# design 1

Fig. 1: design 1, M3 wires
The bar under the picture is 50 µm long.
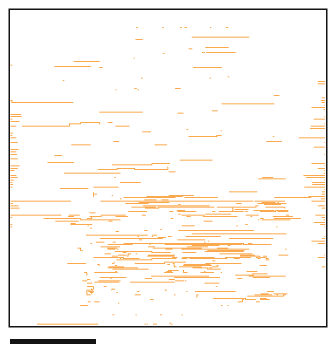

[src/rtl/usb3_vend_req_ctl.sv]
// EP0 vendor-request controller: decodes register ops into a bank of 16-bit
// control registers and passes all other requests through a valid/ready FIFO.
module usb3_vend_req_ctl #(
  parameter int unsigned NUM_REGS   = 8,
  parameter int unsigned FIFO_DEPTH = 4
) (
  input  logic                    local_clk,
  input  logic                    reset_n,
  input  logic                    vend_req_act,
  input  logic [7:0]              vend_req_request,
  input  logic [15:0]             vend_req_val,
  input  logic [15:0]             vend_req_index,
  output logic [16*NUM_REGS-1:0]  reg_out,
  output logic                    cmd_valid,
  input  logic                    cmd_ready,
  output logic [7:0]              cmd_request,
  output logic [15:0]             cmd_val,
  output logic [15:0]             cmd_index,
  output logic                    cmd_overflow,
  output logic [15:0]             req_count
);

  localparam int unsigned PtrW    = (FIFO_DEPTH > 1) ? $clog2(FIFO_DEPTH) : 1;
  localparam int unsigned CntW    = $clog2(FIFO_DEPTH) + 1;
  localparam int unsigned RegIdxW = (NUM_REGS > 1) ? $clog2(NUM_REGS) : 1;

  typedef enum logic [1:0] {StIdle, StDecode, StExec} state_e;
  typedef enum logic [2:0] {OpWrite, OpSet, OpClr, OpClrStatus, OpPush} op_e;

  state_e             r_state, w_state_nxt;
  op_e                r_op, w_op_nxt;
  logic               r_act_d;
  logic [7:0]         r_req;
  logic [15:0]        r_val;
  logic [15:0]        r_idx;
  logic [15:0]        r_regs [NUM_REGS];
  logic [7:0]         r_fifo_req [FIFO_DEPTH];
  logic [15:0]        r_fifo_val [FIFO_DEPTH];
  logic [15:0]        r_fifo_idx [FIFO_DEPTH];
  logic [PtrW-1:0]    r_wr_ptr, r_rd_ptr;
  logic [CntW-1:0]    r_fifo_cnt, w_fifo_cnt_nxt;
  logic               r_overflow;
  logic [15:0]        r_req_count;

  logic               w_detect, w_exec, w_push, w_pop, w_full, w_push_ok, w_drop;
  logic [RegIdxW-1:0] w_reg_sel;

  assign w_detect  = vend_req_act & ~r_act_d & (r_state == StIdle);
  assign w_exec    = (r_state == StExec);
  assign w_push    = w_exec & (r_op == OpPush);
  assign w_pop     = cmd_valid & cmd_ready;
  assign w_full    = (r_fifo_cnt == CntW'(FIFO_DEPTH));
  // A full FIFO still accepts a push when the head leaves in the same cycle.
  assign w_push_ok = w_push & (~w_full | w_pop);
  assign w_drop    = w_push & w_full & ~w_pop;
  assign w_reg_sel = r_idx[RegIdxW-1:0];

  always_comb begin
    w_state_nxt = r_state;
    unique case (r_state)
      StIdle:   if (w_detect) w_state_nxt = StDecode;
      StDecode: w_state_nxt = StExec;
      StExec:   w_state_nxt = StIdle;
      default:  w_state_nxt = StIdle;
    endcase
  end

  always_comb begin
    w_op_nxt = OpPush;
    case (r_req)
      8'h01:   w_op_nxt = OpWrite;
      8'h02:   w_op_nxt = OpSet;
      8'h03:   w_op_nxt = OpClr;
      8'h04:   w_op_nxt = OpClrStatus;
      default: w_op_nxt = OpPush;
    endcase
  end

  always_comb begin
    w_fifo_cnt_nxt = r_fifo_cnt;
    if (w_push_ok && !w_pop) begin
      w_fifo_cnt_nxt = r_fifo_cnt + CntW'(1);
    end else if (!w_push_ok && w_pop) begin
      w_fifo_cnt_nxt = r_fifo_cnt - CntW'(1);
    end
  end

  always_ff @(posedge local_clk or negedge reset_n) begin
    if (!reset_n) begin
      r_state <= StIdle;
      r_act_d <= 1'b1;
    end else begin
      r_state <= w_state_nxt;
      r_act_d <= vend_req_act;
    end
  end

  always_ff @(posedge local_clk or negedge reset_n) begin
    if (!reset_n) begin
      r_req <= '0;
      r_val <= '0;
      r_idx <= '0;
      r_op  <= OpPush;
    end else begin
      if (w_detect) begin
        r_req <= vend_req_request;
        r_val <= vend_req_val;
        r_idx <= vend_req_index;
      end
      if (r_state == StDecode) begin
        r_op <= w_op_nxt;
      end
    end
  end

  always_ff @(posedge local_clk or negedge reset_n) begin
    if (!reset_n) begin
      for (int k = 0; k < NUM_REGS; k++) r_regs[k] <= '0;
      r_overflow  <= 1'b0;
      r_req_count <= '0;
    end else if (w_exec) begin
      r_req_count <= r_req_count + 16'd1;
      case (r_op)
        OpWrite:     r_regs[w_reg_sel] <= r_val;
        OpSet:       r_regs[w_reg_sel] <= r_regs[w_reg_sel] | r_val;
        OpClr:       r_regs[w_reg_sel] <= r_regs[w_reg_sel] & ~r_val;
        OpClrStatus: r_overflow <= 1'b0;
        default:     if (w_drop) r_overflow <= 1'b1;
      endcase
    end
  end

  always_ff @(posedge local_clk or negedge reset_n) begin
    if (!reset_n) begin
      for (int k = 0; k < FIFO_DEPTH; k++) begin
        r_fifo_req[k] <= '0;
        r_fifo_val[k] <= '0;
        r_fifo_idx[k] <= '0;
      end
      r_wr_ptr   <= '0;
      r_rd_ptr   <= '0;
      r_fifo_cnt <= '0;
    end else begin
      if (w_push_ok) begin
        r_fifo_req[r_wr_ptr] <= r_req;
        r_fifo_val[r_wr_ptr] <= r_val;
        r_fifo_idx[r_wr_ptr] <= r_idx;
        r_wr_ptr <= (r_wr_ptr == PtrW'(FIFO_DEPTH - 1)) ? '0 : r_wr_ptr + PtrW'(1);
      end
      if (w_pop) begin
        r_rd_ptr <= (r_rd_ptr == PtrW'(FIFO_DEPTH - 1)) ? '0 : r_rd_ptr + PtrW'(1);
      end
      r_fifo_cnt <= w_fifo_cnt_nxt;
    end
  end

  always_comb begin
    reg_out = '0;
    for (int k = 0; k < NUM_REGS; k++) reg_out[16*k +: 16] = r_regs[k];
  end

  assign cmd_valid    = (r_fifo_cnt != '0);
  assign cmd_request  = r_fifo_req[r_rd_ptr];
  assign cmd_val      = r_fifo_val[r_rd_ptr];
  assign cmd_index    = r_fifo_idx[r_rd_ptr];
  assign cmd_overflow = r_overflow;
  assign req_count    = r_req_count;

endmodule

[config.mk]
export PLATFORM = sky130hd
export DESIGN_NAME = usb3_vend_req_ctl
export DESIGN_NICKNAME = d
export VERILOG_FILES = /design/src/rtl/usb3_vend_req_ctl.sv
export SDC_FILE = /design/constraint.sdc
export NUM_CORES = 1
export LEC_CHECK = 0
export CAP_MARGIN = 20
export CORE_MARGIN = 2
export CORE_UTILIZATION = 50
export DETAILED_ROUTE_END_ITERATION = 16
export GPL_TIMING_DRIVEN = 0
export MAX_ROUTING_LAYER = met4
export PLACE_DENSITY = 0.82
export SYNTH_ARGS = -nofsm -noshare
export SYNTH_HDL_FRONTEND = slang
export SYNTH_SLANG_ARGS = --single-unit
[constraint.sdc]
create_clock -name local_clk -period 2.4 [get_ports local_clk]
set_clock_uncertainty 0.05 [all_clocks]
set_input_delay 0.24 -clock local_clk [delete_from_list [all_inputs] [get_ports local_clk]]
set_output_delay 0.24 -clock local_clk [all_outputs]
set_load 0.05 [all_outputs]
# design 2

**config.mk**
```make
export PLATFORM = sky130hd
export DESIGN_NAME = sr_arb
export DESIGN_NICKNAME = d
export VERILOG_FILES = /design/src/rtl/sr_arb_pkg.sv /design/src/rtl/sr_arb_rr_pick.sv /design/src/rtl/sr_arb.sv
export SDC_FILE = /design/constraint.sdc
export NUM_CORES = 1
export LEC_CHECK = 0
export CAP_MARGIN = 20
export CORE_MARGIN = 5
export CORE_UTILIZATION = 44
export CTS_BUF_LIST = sky130_fd_sc_hd__clkbuf_8
export DETAILED_ROUTE_END_ITERATION = 10
export PLACE_DENSITY = 0.77
export SETUP_SLACK_MARGIN = 0.02
export SYNTH_ARGS = -nofsm -noshare
export SYNTH_HDL_FRONTEND = slang
export SYNTH_SLANG_ARGS = --single-unit
```
**constraint.sdc**
```tcl
create_clock -name i_clk -period 1.6 [get_ports i_clk]
set_clock_uncertainty 0.05 [all_clocks]
set_input_delay 0.32 -clock i_clk [delete_from_list [all_inputs] [get_ports i_clk]]
set_output_delay 0.32 -clock i_clk [all_outputs]
set_load 0.01 [all_outputs]
```
**src/rtl/sr_arb_pkg.sv**
```systemverilog
// Shared definitions for the shift-register arbiter: state encodings and
// width helpers used by the arbiter and its round-robin encoder.
package sr_arb_pkg;

  localparam logic [2:0] S_IDLE   = 3'd0;
  localparam logic [2:0] S_LOAD   = 3'd1;
  localparam logic [2:0] S_SETTLE = 3'd2;
  localparam logic [2:0] S_DRAIN  = 3'd3;
  localparam logic [2:0] S_HOLD   = 3'd4;
  localparam logic [2:0] S_LATCH  = 3'd5;
  localparam logic [2:0] S_ABORT  = 3'd6;

  typedef enum logic [2:0] {
    ST_IDLE   = S_IDLE,
    ST_LOAD   = S_LOAD,
    ST_SETTLE = S_SETTLE,
    ST_DRAIN  = S_DRAIN,
    ST_HOLD   = S_HOLD,
    ST_LATCH  = S_LATCH,
    ST_ABORT  = S_ABORT
  } state_t;

  function automatic int unsigned clog2(input int unsigned v);
    int unsigned r;
    r = 0;
    for (int unsigned i = 0; i < 32; i++) begin
      if ((64'd1 << i) < 64'(v)) r = i + 1;
    end
    return r;
  endfunction

  // Vector widths must be at least one bit even when the range collapses.
  function automatic int unsigned width_of(input int unsigned v);
    return (clog2(v) == 0) ? 1 : clog2(v);
  endfunction

endpackage

```
**src/rtl/sr_arb_rr_pick.sv**
```systemverilog
// Combinational round-robin encoder: returns the lowest requesting index at
// or above i_ptr, wrapping modulo N (N need not be a power of two).
module rr_pick #(
  parameter int unsigned N  = 2,
  parameter int unsigned PW = 1
) (
  input  logic [N-1:0]  i_req,
  input  logic [PW-1:0] i_ptr,
  output logic          o_valid,
  output logic [PW-1:0] o_idx
);

  logic [PW:0]   w_sum;
  logic [PW-1:0] w_k;

  // Scan from the farthest offset down so the nearest requester wins.
  always_comb begin
    o_valid = 1'b0;
    o_idx   = '0;
    w_sum   = '0;
    w_k     = '0;
    for (int unsigned off = N; off > 0; off--) begin
      w_sum = {1'b0, i_ptr} + (PW+1)'(off - 1);
      if (w_sum >= (PW+1)'(N)) w_sum = w_sum - (PW+1)'(N);
      w_k = w_sum[PW-1:0];
      if (i_req[w_k]) begin
        o_valid = 1'b1;
        o_idx   = w_k;
      end
    end
  end

endmodule

```
**src/rtl/sr_arb.sv**
```systemverilog
// Round-robin arbiter/sequencer sharing one display shift register between
// N_REQ frame producers; feeds words via load/busy and latches per frame.
module sr_arb
  import sr_arb_pkg::*;
#(
  parameter int unsigned N_REQ        = 2,
  parameter int unsigned DW           = 8,
  parameter int unsigned HOLD_TIMEOUT = 64
) (
  input  logic                        i_clk,
  input  logic                        i_rst_n,
  input  logic [N_REQ-1:0]            i_req,
  input  logic [N_REQ-1:0]            i_last,
  input  logic [N_REQ*DW-1:0]         i_data,
  output logic [N_REQ-1:0]            o_ack,
  output logic [width_of(N_REQ)-1:0]  o_grant_id,
  output logic                        o_abort,
  output logic [DW-1:0]               o_sr_data,
  output logic                        o_sr_load,
  input  logic                        i_sr_busy,
  output logic                        o_sr_latch
);

  localparam int unsigned GW = width_of(N_REQ);
  localparam int unsigned TW = width_of(HOLD_TIMEOUT + 1);

  state_t          r_state;
  logic [GW-1:0]   r_ptr;
  logic [GW-1:0]   r_grant;
  logic [DW-1:0]   r_data;
  logic            r_last;
  logic [TW-1:0]   r_timer;

  logic            w_pick_valid;
  logic [GW-1:0]   w_pick_idx;
  logic [GW-1:0]   w_sel;
  logic            w_sel_req;
  logic            w_sel_last;
  logic [DW-1:0]   w_sel_data;
  logic            w_expire;

  rr_pick #(.N(N_REQ), .PW(GW)) u_pick (
    .i_req   (i_req),
    .i_ptr   (r_ptr),
    .o_valid (w_pick_valid),
    .o_idx   (w_pick_idx)
  );

  // In IDLE the candidate is the round-robin pick; mid-frame only the owner.
  always_comb begin
    w_sel      = (r_state == ST_IDLE) ? w_pick_idx : r_grant;
    w_sel_req  = 1'b0;
    w_sel_last = 1'b0;
    w_sel_data = '0;
    for (int unsigned k = 0; k < N_REQ; k++) begin
      if (w_sel == GW'(k)) begin
        w_sel_req  = i_req[k];
        w_sel_last = i_last[k];
        w_sel_data = i_data[k*DW +: DW];
      end
    end
  end

  assign w_expire = (HOLD_TIMEOUT != 0) && (r_timer == TW'(HOLD_TIMEOUT - 1));

  always_ff @(posedge i_clk or negedge i_rst_n) begin
    if (!i_rst_n) begin
      r_state <= ST_IDLE;
      r_ptr   <= '0;
      r_grant <= '0;
      r_data  <= '0;
      r_last  <= 1'b0;
      r_timer <= '0;
    end else begin
      case (r_state)
        ST_IDLE: begin
          if (w_pick_valid && !i_sr_busy) begin
            r_grant <= w_pick_idx;
            r_data  <= w_sel_data;
            r_last  <= w_sel_last;
            r_state <= ST_LOAD;
          end
        end
        ST_LOAD:   r_state <= ST_SETTLE;
        ST_SETTLE: r_state <= ST_DRAIN;
        ST_DRAIN: begin
          if (!i_sr_busy) begin
            if (r_last) begin
              r_state <= ST_LATCH;
            end else if (w_sel_req) begin
              r_data  <= w_sel_data;
              r_last  <= w_sel_last;
              r_state <= ST_LOAD;
            end else begin
              r_timer <= '0;
              r_state <= ST_HOLD;
            end
          end
        end
        ST_HOLD: begin
          // A request on the expiry cycle still wins over the abort.
          if (w_sel_req) begin
            r_data  <= w_sel_data;
            r_last  <= w_sel_last;
            r_state <= ST_LOAD;
          end else if (w_expire) begin
            r_state <= ST_ABORT;
          end else if (r_timer != '1) begin
            r_timer <= r_timer + 1'b1;
          end
        end
        ST_LATCH, ST_ABORT: begin
          r_ptr   <= (r_grant == GW'(N_REQ - 1)) ? '0 : r_grant + 1'b1;
          r_state <= ST_IDLE;
        end
        default: r_state <= ST_IDLE;
      endcase
    end
  end

  assign o_sr_load  = (r_state == ST_LOAD);
  assign o_sr_latch = (r_state == ST_LATCH);
  assign o_abort    = (r_state == ST_ABORT);
  assign o_ack      = o_sr_load ? (N_REQ'(1) << r_grant) : '0;
  assign o_grant_id = r_grant;
  assign o_sr_data  = r_data;

endmodule

```
# design 3

===== config.mk =====
export PLATFORM = sky130hd
export DESIGN_NAME = pipe_hazard_ctrl
export DESIGN_NICKNAME = d
export VERILOG_FILES = /design/src/rtl/pipe_hazard_ctrl.sv
export SDC_FILE = /design/constraint.sdc
export NUM_CORES = 1
export LEC_CHECK = 0
export CAP_MARGIN = 25
export CORE_ASPECT_RATIO = 2
export CORE_UTILIZATION = 45
export DETAILED_ROUTE_END_ITERATION = 10
export PLACE_DENSITY = 0.72
export SYNTH_ARGS = -nofsm -noshare
export SYNTH_HDL_FRONTEND = slang
export SYNTH_SLANG_ARGS = --single-unit

===== constraint.sdc =====
create_clock -name clk -period 3.4 [get_ports clk]
set_clock_uncertainty 0.1 [all_clocks]
set_input_delay 0.68 -clock clk [delete_from_list [all_inputs] [get_ports clk]]
set_output_delay 0.68 -clock clk [all_outputs]
set_load 0.01 [all_outputs]

===== src/rtl/pipe_hazard_ctrl.sv =====
// pipe_hazard_ctrl: scoreboard-based forwarding, load-use interlock, redirect flush and freeze control
module pipe_hazard_ctrl #(
   parameter int NUM_STAGES = 3,
   parameter int NUM_SRC    = 2,
   parameter int IDX_W      = 5,
   parameter int ALU_READY  = 1,
   parameter int LOAD_READY = 2,
   parameter int SEL_W      = $clog2(NUM_STAGES + 1),
   parameter int CNT_W      = 16
) (
   input  logic                     clk,
   input  logic                     rst,
   input  logic                     id_valid,
   input  logic [NUM_SRC*IDX_W-1:0] id_src_idx,
   input  logic [NUM_SRC-1:0]       id_src_used,
   input  logic [IDX_W-1:0]         id_dst_idx,
   input  logic                     id_dst_we,
   input  logic                     id_is_load,
   input  logic                     redirect,
   input  logic                     freeze,
   output logic [NUM_SRC*SEL_W-1:0] fwd_sel,
   output logic                     if_hold,
   output logic                     id_hold,
   output logic                     idex_bubble,
   output logic                     flush_ifid,
   output logic [NUM_STAGES-1:0]    slot_valid,
   output logic [CNT_W-1:0]         stall_cnt,
   output logic [CNT_W-1:0]         flush_cnt
);
   logic [NUM_STAGES-1:0]    sv, swe, sld;
   logic [IDX_W-1:0]         sdst [NUM_STAGES];
   logic [NUM_SRC*SEL_W-1:0] sel;
   logic [IDX_W-1:0]         src;
   logic [SEL_W-1:0]         mk;
   logic                     hit, rdy, stall, hazard, bub;
   always_comb begin
      sel   = '0;
      stall = 1'b0;
      src   = '0;
      mk    = '0;
      hit   = 1'b0;
      rdy   = 1'b0;
      for (int s = 0; s < NUM_SRC; s++) begin
         src = id_src_idx[s*IDX_W +: IDX_W];
         hit = 1'b0;
         rdy = 1'b0;
         mk  = '0;
         for (int k = NUM_STAGES; k >= 1; k--)
            if (sv[k-1] && swe[k-1] && sdst[k-1] == src) begin
               hit = 1'b1;
               mk  = SEL_W'(k);
               rdy = k >= (sld[k-1] ? LOAD_READY : ALU_READY);
            end
         if (id_src_used[s] && src != '0 && hit) begin
            if (rdy) sel[s*SEL_W +: SEL_W] = mk;
            else stall = 1'b1;
         end
      end
   end
   assign hazard      = id_valid & stall;
   assign bub         = redirect | hazard;
   assign fwd_sel     = rst ? '0 : sel;
   assign if_hold     = !rst && (freeze || (!redirect && hazard));
   assign id_hold     = if_hold;
   assign idex_bubble = !rst && !freeze && bub;
   assign flush_ifid  = !rst && !freeze && redirect;
   assign slot_valid  = sv;
   always_ff @(posedge clk) begin
      if (rst) begin
         sv        <= '0;
         swe       <= '0;
         sld       <= '0;
         for (int k = 0; k < NUM_STAGES; k++) sdst[k] <= '0;
         stall_cnt <= '0;
         flush_cnt <= '0;
      end else if (!freeze) begin
         sv      <= (sv << 1) | NUM_STAGES'(!bub && id_valid);
         swe     <= (swe << 1) | NUM_STAGES'(!bub && id_valid && id_dst_we);
         sld     <= (sld << 1) | NUM_STAGES'(!bub && id_is_load);
         sdst[0] <= bub ? '0 : id_dst_idx;
         for (int k = 1; k < NUM_STAGES; k++) sdst[k] <= sdst[k-1];
         if (redirect) flush_cnt <= flush_cnt + CNT_W'(flush_cnt != '1);
         else if (hazard) stall_cnt <= stall_cnt + CNT_W'(stall_cnt != '1);
      end
   end
endmodule


# design 4

<file path="src/rtl/gb_ppu_pkg.sv">
// ---------------------------------------------------------------------------
// gb_ppu_pkg : shared PPU fetcher types and VRAM layout constants
// Rev 1.0
// ---------------------------------------------------------------------------
`default_nettype none

package gb_ppu_pkg;

   typedef enum logic [2:0] {
      IDLE  = 3'd0,
      MAP_A = 3'd1,
      MAP_D = 3'd2,
      LO_A  = 3'd3,
      LO_D  = 3'd4,
      HI_A  = 3'd5,
      HI_D  = 3'd6,
      PUSH  = 3'd7
   } fetch_state_e;

   localparam logic [12:0] MAP0_BASE             = 13'h1800;
   localparam logic [12:0] MAP1_BASE             = 13'h1C00;
   localparam logic [12:0] TILE_DATA_SIGNED_BASE = 13'h1000;
   localparam int          TILES_PER_LINE        = 21;

   // Address/data state pairs are the only states that drive the VRAM port.
   function automatic logic owns_vram(input fetch_state_e s);
      return (s != IDLE) && (s != PUSH);
   endfunction

endpackage

`default_nettype wire

</file>
<file path="src/rtl/gb_bg_fetcher_if.sv">
// ---------------------------------------------------------------------------
// gb_bg_fetcher_if : VRAM read port and pixel-row handshake of the BG fetcher
// Rev 1.0
// ---------------------------------------------------------------------------
`default_nettype none

interface gb_bg_fetcher_if;

   logic [12:0] vram_addr;
   logic        vram_rd;
   logic [7:0]  vram_q;
   logic        pix_valid;
   logic        pix_ready;
   logic [7:0]  pix_lo;
   logic [7:0]  pix_hi;

   modport master (
      output vram_addr, vram_rd, pix_valid, pix_lo, pix_hi,
      input  vram_q, pix_ready
   );

   modport slave (
      input  vram_addr, vram_rd, pix_valid, pix_lo, pix_hi,
      output vram_q, pix_ready
   );

endinterface

`default_nettype wire

</file>
<file path="src/rtl/gb_tile_addr.sv">
// ---------------------------------------------------------------------------
// gb_tile_addr : combinational VRAM address for map / low / high plane reads
// Rev 1.0
// ---------------------------------------------------------------------------
`default_nettype none

module gb_tile_addr
   import gb_ppu_pkg::*;
#(
   parameter logic [12:0] MAP0_BASE = gb_ppu_pkg::MAP0_BASE,
   parameter logic [12:0] MAP1_BASE = gb_ppu_pkg::MAP1_BASE
) (
   input  var  fetch_state_e i_state,
   input  wire logic [7:0]   i_y,
   input  wire logic [4:0]   i_scx_tile,
   input  wire logic [4:0]   i_n,
   input  wire logic [7:0]   i_idx,
   input  wire logic         i_bg_map_sel,
   input  wire logic         i_tile_data_sel,
   output logic [12:0]       o_addr
);

   logic [4:0]  col;
   logic [12:0] map_base;
   logic [12:0] map_addr;
   logic [12:0] data_base;
   logic [12:0] plane_addr;

   // 5-bit sum wraps column 31 back to 0 inside the same map row.
   assign col      = i_scx_tile + i_n;
   assign map_base = i_bg_map_sel ? MAP1_BASE : MAP0_BASE;
   assign map_addr = map_base + {3'b000, i_y[7:3], col};

   // Signed addressing: indices 0x00-0x7F live at 0x1000, 0x80-0xFF at 0x0800.
   assign data_base  = (~i_tile_data_sel & ~i_idx[7]) ? TILE_DATA_SIGNED_BASE : 13'h0000;
   assign plane_addr = data_base | {1'b0, i_idx, i_y[2:0], 1'b0};

   always_comb begin
      o_addr = 13'h0000;
      case (i_state)
         MAP_A, MAP_D: o_addr = map_addr;
         LO_A, LO_D:   o_addr = plane_addr;
         HI_A, HI_D:   o_addr = plane_addr | 13'h0001;
         default:      o_addr = 13'h0000;
      endcase
   end

endmodule

`default_nettype wire

</file>
<file path="src/rtl/gb_bg_fetcher.sv">
// ---------------------------------------------------------------------------
// gb_bg_fetcher : walks one scanline of BG tiles and streams 8-pixel rows
// Rev 1.0
// ---------------------------------------------------------------------------
`default_nettype none

module gb_bg_fetcher
   import gb_ppu_pkg::*;
#(
   parameter int          TILES_PER_LINE = gb_ppu_pkg::TILES_PER_LINE,
   parameter logic [12:0] MAP0_BASE      = gb_ppu_pkg::MAP0_BASE,
   parameter logic [12:0] MAP1_BASE      = gb_ppu_pkg::MAP1_BASE
) (
   input  wire logic       clock,
   input  wire logic       reset,
   input  wire logic       start,
   input  wire logic [7:0] scx,
   input  wire logic [7:0] scy,
   input  wire logic [7:0] ly,
   input  wire logic       bg_map_sel,
   input  wire logic       tile_data_sel,
   gb_bg_fetcher_if.master bus,
   output logic            busy,
   output logic            done
);

   localparam logic [4:0] LAST_N = 5'(TILES_PER_LINE - 1);

   fetch_state_e state_q, state_d;
   logic [4:0]   n_q, n_d;
   logic [4:0]   scx_tile_q, scx_tile_d;
   logic [7:0]   y_q, y_d;
   logic         map_sel_q, map_sel_d;
   logic         data_sel_q, data_sel_d;
   logic [7:0]   idx_q, idx_d;
   logic [7:0]   pix_lo_q, pix_lo_d;
   logic [7:0]   pix_hi_q, pix_hi_d;
   logic         pix_valid_q, pix_valid_d;
   logic         vram_rd_q, vram_rd_d;
   logic         busy_q, busy_d;
   logic         done_q, done_d;

   logic         xfer;
   logic         last_tile;
   logic         unused_fine_scx;

   // Fine scroll is applied downstream by the pixel FIFO.
   assign unused_fine_scx = ^scx[2:0];

   assign xfer      = pix_valid_q & bus.pix_ready;
   assign last_tile = (n_q == LAST_N);

   always_ff @(posedge clock or posedge reset) begin
      if (reset) begin
         state_q     <= IDLE;
         n_q         <= '0;
         scx_tile_q  <= '0;
         y_q         <= '0;
         map_sel_q   <= 1'b0;
         data_sel_q  <= 1'b0;
         idx_q       <= '0;
         pix_lo_q    <= '0;
         pix_hi_q    <= '0;
         pix_valid_q <= 1'b0;
         vram_rd_q   <= 1'b0;
         busy_q      <= 1'b0;
         done_q      <= 1'b0;
      end else begin
         state_q     <= state_d;
         n_q         <= n_d;
         scx_tile_q  <= scx_tile_d;
         y_q         <= y_d;
         map_sel_q   <= map_sel_d;
         data_sel_q  <= data_sel_d;
         idx_q       <= idx_d;
         pix_lo_q    <= pix_lo_d;
         pix_hi_q    <= pix_hi_d;
         pix_valid_q <= pix_valid_d;
         vram_rd_q   <= vram_rd_d;
         busy_q      <= busy_d;
         done_q      <= done_d;
      end
   end

   // start has priority everywhere: it also aborts a line in flight.
   always_comb begin
      state_d    = state_q;
      n_d        = n_q;
      scx_tile_d = scx_tile_q;
      y_d        = y_q;
      map_sel_d  = map_sel_q;
      data_sel_d = data_sel_q;
      idx_d      = idx_q;
      pix_lo_d   = pix_lo_q;
      pix_hi_d   = pix_hi_q;
      if (start) begin
         state_d    = MAP_A;
         n_d        = '0;
         scx_tile_d = scx[7:3];
         y_d        = ly + scy;
         map_sel_d  = bg_map_sel;
         data_sel_d = tile_data_sel;
      end else begin
         case (state_q)
            IDLE:  state_d = IDLE;
            MAP_A: state_d = MAP_D;
            MAP_D: begin
               state_d = LO_A;
               idx_d   = bus.vram_q;
            end
            LO_A:  state_d = LO_D;
            LO_D: begin
               state_d  = HI_A;
               pix_lo_d = bus.vram_q;
            end
            HI_A:  state_d = HI_D;
            HI_D: begin
               state_d  = PUSH;
               pix_hi_d = bus.vram_q;
            end
            PUSH: begin
               if (xfer) begin
                  if (last_tile) begin
                     state_d = IDLE;
                  end else begin
                     state_d = MAP_A;
                     n_d     = n_q + 5'd1;
                  end
               end
            end
            default: state_d = IDLE;
         endcase
      end
   end

   // Outputs are registered from the next state so they line up with it.
   always_comb begin
      vram_rd_d   = owns_vram(state_d);
      pix_valid_d = (state_d == PUSH);
      busy_d      = (state_d != IDLE);
      done_d      = !start && (state_q == PUSH) && xfer && last_tile;
   end

   gb_tile_addr #(
      .MAP0_BASE (MAP0_BASE),
      .MAP1_BASE (MAP1_BASE)
   ) u_tile_addr (
      .i_state         (state_q),
      .i_y             (y_q),
      .i_scx_tile      (scx_tile_q),
      .i_n             (n_q),
      .i_idx           (idx_q),
      .i_bg_map_sel    (map_sel_q),
      .i_tile_data_sel (data_sel_q),
      .o_addr          (bus.vram_addr)
   );

   assign bus.vram_rd   = vram_rd_q;
   assign bus.pix_valid = pix_valid_q;
   assign bus.pix_lo    = pix_lo_q;
   assign bus.pix_hi    = pix_hi_q;
   assign busy          = busy_q;
   assign done          = done_q;

endmodule

`default_nettype wire

</file>
<file path="src/flat_wrapper.sv">
// flat-port wrapper written by rule: the top's interface ports become plain ports
module gb_bg_fetcher_flat import gb_ppu_pkg::*;
#(
   parameter int          TILES_PER_LINE = gb_ppu_pkg::TILES_PER_LINE,
   parameter logic [12:0] MAP0_BASE      = gb_ppu_pkg::MAP0_BASE,
   parameter logic [12:0] MAP1_BASE      = gb_ppu_pkg::MAP1_BASE
)
  (clock, reset, start, scx, scy, ly, bg_map_sel, tile_data_sel, busy, done, bus_vram_addr, bus_vram_rd, bus_pix_valid, bus_pix_lo, bus_pix_hi, bus_vram_q, bus_pix_ready);
  gb_bg_fetcher_if bus_i ();
  input  wire logic clock;
  input  wire logic reset;
  input  wire logic start;
  input  wire logic [7:0] scx;
  input  wire logic [7:0] scy;
  input  wire logic [7:0] ly;
  input  wire logic bg_map_sel;
  input  wire logic tile_data_sel;
  output logic busy;
  output logic done;
  output wire logic [$bits(bus_i.vram_addr)-1:0] bus_vram_addr;
  output wire logic [$bits(bus_i.vram_rd)-1:0] bus_vram_rd;
  output wire logic [$bits(bus_i.pix_valid)-1:0] bus_pix_valid;
  output wire logic [$bits(bus_i.pix_lo)-1:0] bus_pix_lo;
  output wire logic [$bits(bus_i.pix_hi)-1:0] bus_pix_hi;
  input wire logic [$bits(bus_i.vram_q)-1:0] bus_vram_q;
  input wire logic [$bits(bus_i.pix_ready)-1:0] bus_pix_ready;
  assign bus_vram_addr = bus_i.vram_addr;
  assign bus_vram_rd = bus_i.vram_rd;
  assign bus_pix_valid = bus_i.pix_valid;
  assign bus_pix_lo = bus_i.pix_lo;
  assign bus_pix_hi = bus_i.pix_hi;
  assign bus_i.vram_q = bus_vram_q;
  assign bus_i.pix_ready = bus_pix_ready;
  gb_bg_fetcher #(.TILES_PER_LINE(TILES_PER_LINE), .MAP0_BASE(MAP0_BASE), .MAP1_BASE(MAP1_BASE)) u_core (.clock(clock), .reset(reset), .start(start), .scx(scx), .scy(scy), .ly(ly), .bg_map_sel(bg_map_sel), .tile_data_sel(tile_data_sel), .bus(bus_i), .busy(busy), .done(done));
endmodule
</file>
<file path="config.mk">
export PLATFORM = sky130hd
export DESIGN_NAME = gb_bg_fetcher_flat
export DESIGN_NICKNAME = d
export VERILOG_FILES = /design/src/rtl/gb_ppu_pkg.sv /design/src/rtl/gb_bg_fetcher_if.sv /design/src/rtl/gb_tile_addr.sv /design/src/rtl/gb_bg_fetcher.sv /design/src/flat_wrapper.sv
export SDC_FILE = /design/constraint.sdc
export NUM_CORES = 1
export LEC_CHECK = 0
export CORE_ASPECT_RATIO = 2
export CORE_MARGIN = 2
export CORE_UTILIZATION = 53
export DETAILED_ROUTE_END_ITERATION = 8
export GPL_TIMING_DRIVEN = 0
export PLACE_DENSITY_LB_ADDON = 0.2
export SLEW_MARGIN = 30
export SYNTH_ARGS = -nofsm -noshare
export SYNTH_HDL_FRONTEND = slang
export SYNTH_SLANG_ARGS = --single-unit
</file>
<file path="constraint.sdc">
create_clock -name clock -period 3.8 [get_ports clock]
set_clock_uncertainty 0.15 [all_clocks]
set_input_delay 1.14 -clock clock [delete_from_list [all_inputs] [get_ports clock]]
set_output_delay 1.14 -clock clock [all_outputs]
set_load 0.02 [all_outputs]
</file>

==> notes/layouts.md <==
Pictures saved along the way, in no particular order.

The metal 1 layer.
(a)
The bar under the picture is 50 µm long. Cells faint in the background.
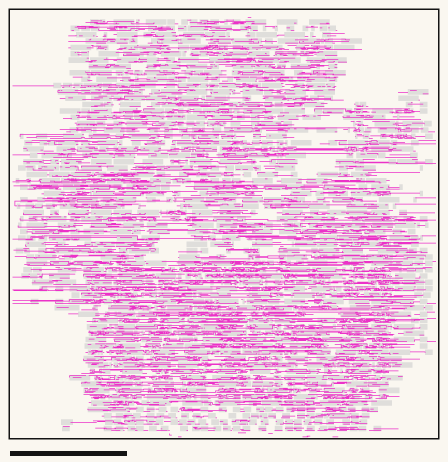
(b)
The bar under the picture is 20 µm long. Cells faint in the background.
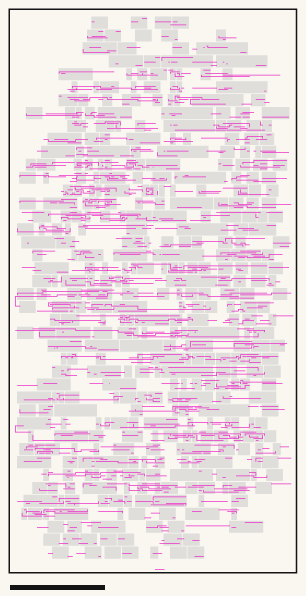
(c)
The bar under the picture is 20 µm long. Cells faint in the background.
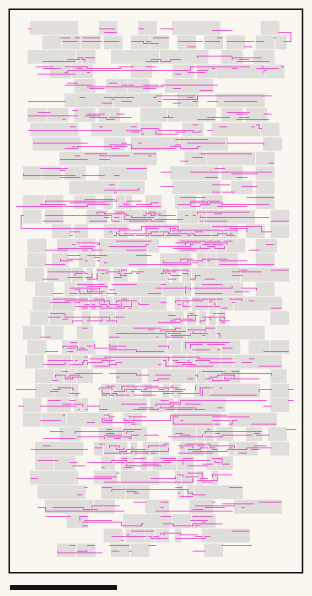
(d)
The bar under the picture is 20 µm long. Cells faint in the background.
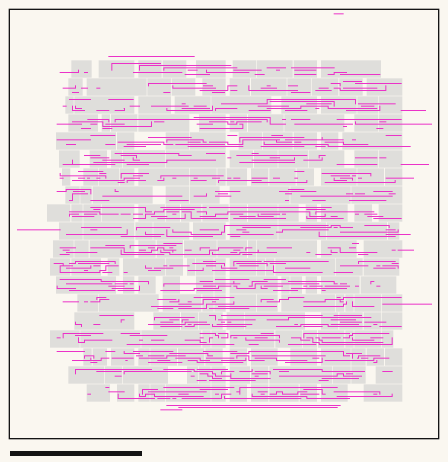
design 3: (b)
design 2: (d)
design 1: (a)
design 4: (c)

Fig. 2: design 4, sizing map
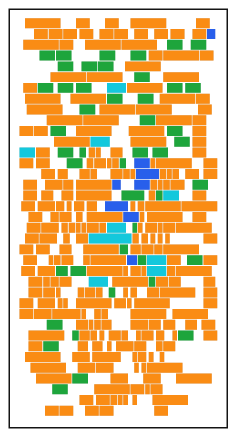
[_0 and _1 cells] orange | cells: 250 | share: 80%
[_3 and _4 cells] blue | cells: 8 | share: 2.6%
[_2 cells] green | cells: 45 | share: 14%
[_6 and larger] cyan | cells: 9 | share: 2.9%

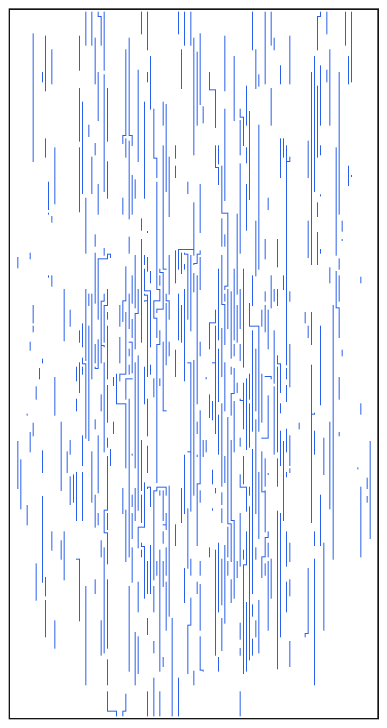
Fig. 3. Metal 2 (design 4).
longest straight run: 37.7 µm
nets with wire on the layer: 316
Routed WL: 5760 µm
vias: 2064
GR Layer Usage met2: 0.349

==> impl_metrics.env, design 4 <==
# yosys + openroad results
export IMPL_r2r_start="u_core.n_q[1]"
export IMPL_num_nonclk_buffers=75
export IMPL_comb_power_uw=697
export IMPL_synth_compound_area_share=0.112
export IMPL_synthTopLogicFamily="multiplexers"
export IMPL_fp_row_count=37
export IMPL_flop_count=51
export IMPL_fin_crit_sh=0.966
export IMPL_status="completed"
export IMPL_clockNetworkAreaShare=0.0329
export IMPL_hp_class="reg -> reg"
export IMPL_remaining_drc_errors=0
export IMPL_crit_top_cell="inv_1"
export IMPL_synthDistinctLibCells=44
export IMPL_finalHoldViolCount=0
export IMPL_fillers=376
export IMPL_clkbuf_count=6
export IMPL_lay_top_count="clkdlybuf4s50_1"
export IMPL_m1WireLength_um=2280
export IMPL_chipWidth_um=54.7
export IMPL_crit_family="buffers and inverters"
export IMPL_buf_share=0.201
export IMPL_simple_gate_share=0.108
export IMPL_slew_violations=0
export IMPL_tap_cells=58
export IMPL_insertion_delay_ns=0.30
export IMPL_relSlewSlack=0.592
export IMPL_hpwl_um=4430
export IMPL_avgRoutedWirePerCell_um=15.6
export IMPL_worst_slew_pin_slew_ns=0.611
export IMPL_drt_first_pass_iters=4
export IMPL_p_clk_frac=0.209
[design 4: per-layer routing]
metal | vias up | GRT usage
li1 | 984 | -
met4 | 0 | 0.111
met3 | 13 | 0.0382
met5 | - | 0
met1 | 992 | 0.287
met2 | 75 | 0.349
[design 4: per-stage QoR]
stage	util	area, µm²	worst slack (ns)	hold slack (ns)	instances
2_1_floorplan	-	2720	0.848	0.305	238
3_3_place_gp	0.685	3460	0.357	0.324	362
3_5_place_dp	0.685	3460	0.319	0.339	362
4_1_cts	0.708	3570	0.00545	0.359	370
5_1_grt	0.709	3580	0.0235	0.387	370
6_report	0.709	3580	0.129	0.362	370
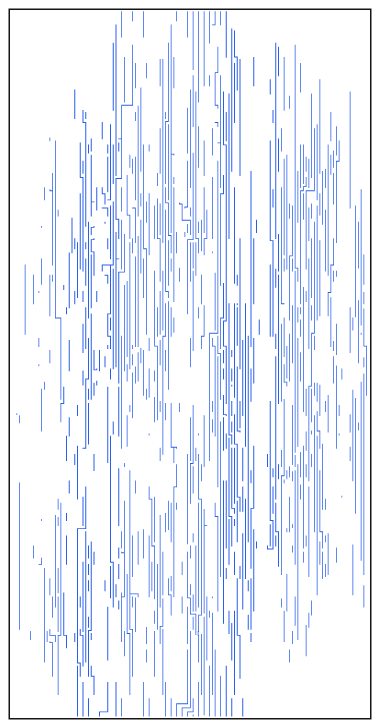
Fig. 4. Metal 2 (design 3).
wire length on this layer: 4710 µm
nets with wire on the layer: 395

==> impl_metrics.env, design 3 <==
# yosys + openroad results
export IMPL_fin_crit_sh=0.985
export IMPL_remaining_drc_errors=0
export IMPL_synth_compound_area_share=0.0724
export IMPL_grt_util_met3=0.0438
export IMPL_endpoint="fwd_sel[2]"
export IMPL_buf_share=0.199
export IMPL_setup_violations=0
export IMPL_area_growth_pct=35.1
export IMPL_relSlewSlack=0.598
export IMPL_startpoint="id_src_idx[9]"
export IMPL_cts_hold_buf=0
export IMPL_clockNetworkAreaShare=0.0350
export IMPL_top_area_frac=0.257
export IMPL_antenna_found_initial=0
export IMPL_clock_sinks=54
export IMPL_multi_input_comb_cells=260
export IMPL_ys_sh_xor=0.127
export IMPL_path_cells="dlygate4sd2_1, buf_4, xnor2_2, nand4_1, or3_4, or3b_1, a211oi_2, buf_2"
export IMPL_htree_levels=2
export IMPL_crit_slowest_cell="or3_4"
export IMPL_rr_worst_depth=9
export IMPL_largest_cell_class="logic gates"
export IMPL_io_pins=67
export IMPL_internal_power_uw=1020
export IMPL_synth_area_um2=3040
export IMPL_ys_ff=54
export IMPL_status="completed"
[design 3: flip-flops by register name (all words and copies together), names as in the netlist]
register / cells
stall_cnt: 16
swe: 3
flush_cnt: 16
slot_valid: 3
sdst: 15
sld: 1
[design 3: metrics by stage]
stage          cell area [µm²]  total power, µW  utilization
3_3_place_gp              3890              849        0.593
6_report                  4110             1340        0.626
2_1_floorplan             3040              774            -
3_5_place_dp              3890              851        0.593
4_1_cts                   4090             1350        0.623
5_1_grt                   4110             1390        0.626
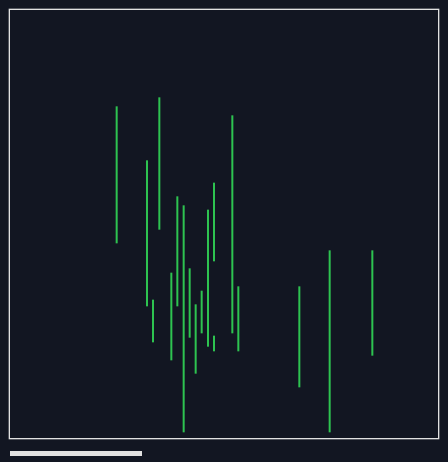
Fig. 5. Met4 routing (design 2).
The bar under the picture is 20 µm long.
share of all routed wire: 4.7%
wire length on this layer: 292 µm
longest straight run: 34.0 µm
nets with wire on the layer: 18
main direction: vertical
vias: 1544
Routed WL: 6180 µm

==> impl_metrics.env, design 2 <==
# yosys + openroad results
export IMPL_status="complete, but fails checks"
export IMPL_violations="setup timing"
export IMPL_layout_top_cells="buf_4 (31), clkdlybuf4s50_1 (25), dfrtp_1 (20), buf_6 (20), mux2_4 (15)"
export IMPL_hpwl_um=2650
export IMPL_cts_setup_buffers=15
export IMPL_inv_count=3
export IMPL_diodes=0
export IMPL_dr_max_layer_used="met4"
export IMPL_arrival_ns=2.12
export IMPL_most_common_cell="dfrtp_1"
export IMPL_fp_row_count=19
export IMPL_fin_ws_ns=-0.414
export IMPL_remaining_drc_errors=0
export IMPL_setup_violations=26
export IMPL_chipWidth_um=64.7
export IMPL_path_depth=8
export IMPL_dp_cells=218
export IMPL_cts_made_buffers=3
export IMPL_clock_sinks=21
export IMPL_antenna_found_initial=0
==> design 2: how the worst min path moves through the flow <==
stage | end | slack, ns | cells after the start
2_1_floorplan | o_grant_id | -0.03 | 0
3_3_place_gp | o_sr_data[3] | 0.44 | 1
3_5_place_dp | o_sr_data[3] | 0.45 | 1
4_1_cts | r_timer[4] | 0.36 | 2
5_1_grt | r_timer[6] | 0.38 | 2
6_report | r_timer[6] | 0.34 | 2
==> design 2: report_power, final <==
part | internal [µW] | switching [µW]
logic | 1790 | 1470
registers | 724 | 198
clock network | 175 | 205
total | 2690 | 1880
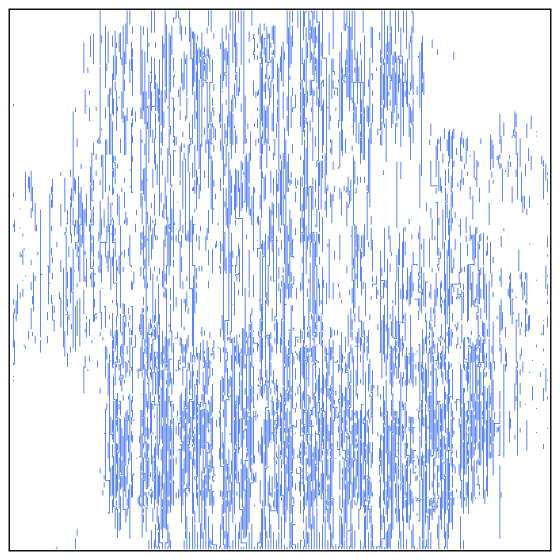
Fig. 6. Metal 2 (design 1).
nets with wire on the layer: 1423
wire length on this layer: 21.7 mm

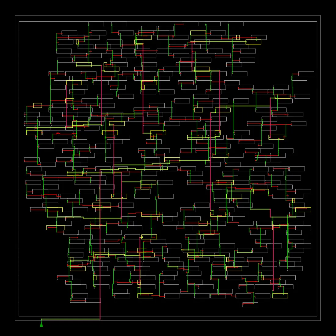
Fig. 7. Clock routing (design 1).
clock buf count: 54
worst skew pair latency: 0.52 ns
Clk. pwr: 5900 µW
Flops: 358

About Fig. 1:
longest straight run: 88.3 µm
nets with wire on the layer: 237
share of all routed wire: 6.9%
main direction: horizontal

==> impl_metrics.env, design 1 <==
# yosys + openroad results
export IMPL_largest_cell_class="flip-flops and latches"
export IMPL_critPathMaxStageDelay_ns=0.51
export IMPL_core_um2=31600
export IMPL_p_total_uw=30700
export IMPL_crit_slowest_cell="mux4_2"
export IMPL_reg2reg_to="reg_out[41]"
export IMPL_top_usage_layer="met2"
export IMPL_arrival_ns=2.10
export IMPL_synth_cells=1249
export IMPL_wirelength_um=45600
export IMPL_grt_pass1_vias=12396
export IMPL_path_cells="buf_4, mux4_2, dlygate4sd2_1"
export IMPL_fin_area_um2=20400
export IMPL_antenna_found_initial=0
export IMPL_most_common_cell="dfrtp_1"
export IMPL_remaining_drc_errors=0
export IMPL_final_core_util=0.644
export IMPL_grt_pass1_wl_um=70300
export IMPL_clock_sinks=358
export IMPL_synthDistinctLibCells=46
export IMPL_rsz0062_at_grt="yes"
export IMPL_finalHoldViolCount=0
export IMPL_hold_start="vend_req_act"
export IMPL_fmax_ghz=0.419
export IMPL_r2r_start="r_op[1]"
export IMPL_cellLeakagePower_uw=0.00909
export IMPL_overflow=0
export IMPL_chipWidth_um=183
export IMPL_crit_fanout=7
export IMPL_cts_hold_buf=1
export IMPL_cp_required_ns=2.11
export IMPL_place_gp_congestion=0.906
export IMPL_ys_cells=1249
export IMPL_syn_avg_cell_area_um2=12.9
export IMPL_status="completed"
export IMPL_fillers=2317
export IMPL_drt_first_pass_iters=5
export IMPL_fin_cells=1951
export IMPL_yosys_top_cells_count="dfrtp_1 (356), nor2_1 (152), a31oi_1 (128), mux2_2 (123), mux2_1 (79)"
export IMPL_use_met1=0.373
export IMPL_synth_area_top_cells="dfrtp_1 (55%), mux2_2 (8.6%), mux4_2 (5.6%)"
export IMPL_min_period_ns=2.39
export IMPL_synth_area_um2=16100
export IMPL_multi_input_comb_cells=801
export IMPL_num_nonclk_buffers=318
[design 1: per-stage QoR]
stage                     hold slack [ns]  setup WS (ns)   TNS, ns
after floorplan                    -0.106        -0.0393   -0.0393
after global placement              0.410         -13.91  -5021.07
after detailed placement            0.343         -0.658    -66.43
after CTS                          0.0939         -0.220    -0.220
after global routing               0.0935        -0.0408    -0.195
final                               0.110         0.0112         0
[design 1: where the power goes]
part | switching, µW | internal (µW) | leakage [µW]
logic | 9170 | 5210 | 0.00391
clock network | 2360 | 3540 | 0.000621
registers | 2020 | 8380 | 0.00456
total | 13500 | 17100 | 0.00909


## Gallery

M3 wires.
The bar under the picture is 20 µm long.
image #1
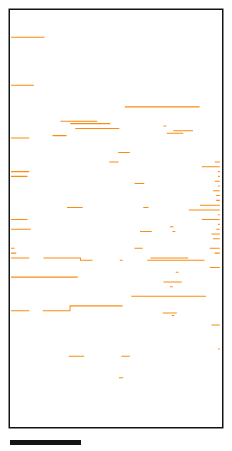
image #2
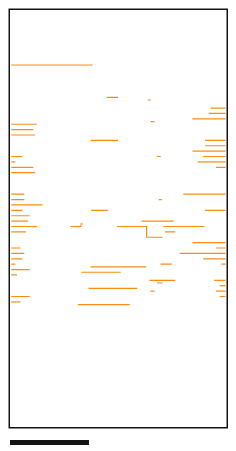
image #3
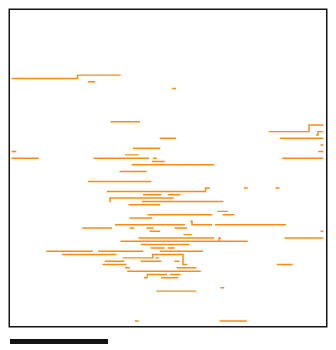
- largest die: image #1
- smallest die: image #3
image #3 -> design 2
image #1 -> design 3
image #2 -> design 4

Key to image #1:
share of all routed wire: 3.7%
longest straight run: 20.9 µm
main direction: horizontal


==> gallery <==
Clock routing.
picture 1
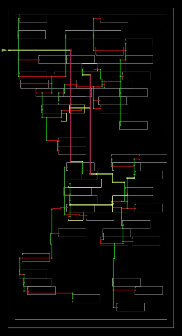
picture 2
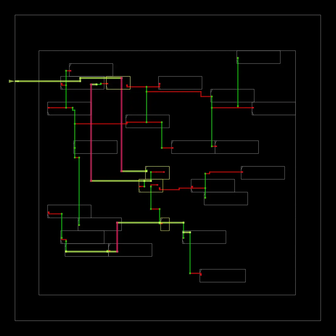
picture 3
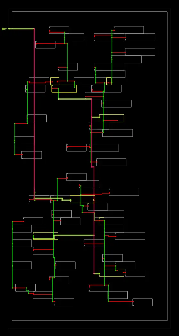
Picture 2 is design 2.
Picture 3 is design 3.
Picture 1 is design 4.
- fewest sequential cells: picture 2

Power is estimated from default activity; no workload was simulated.
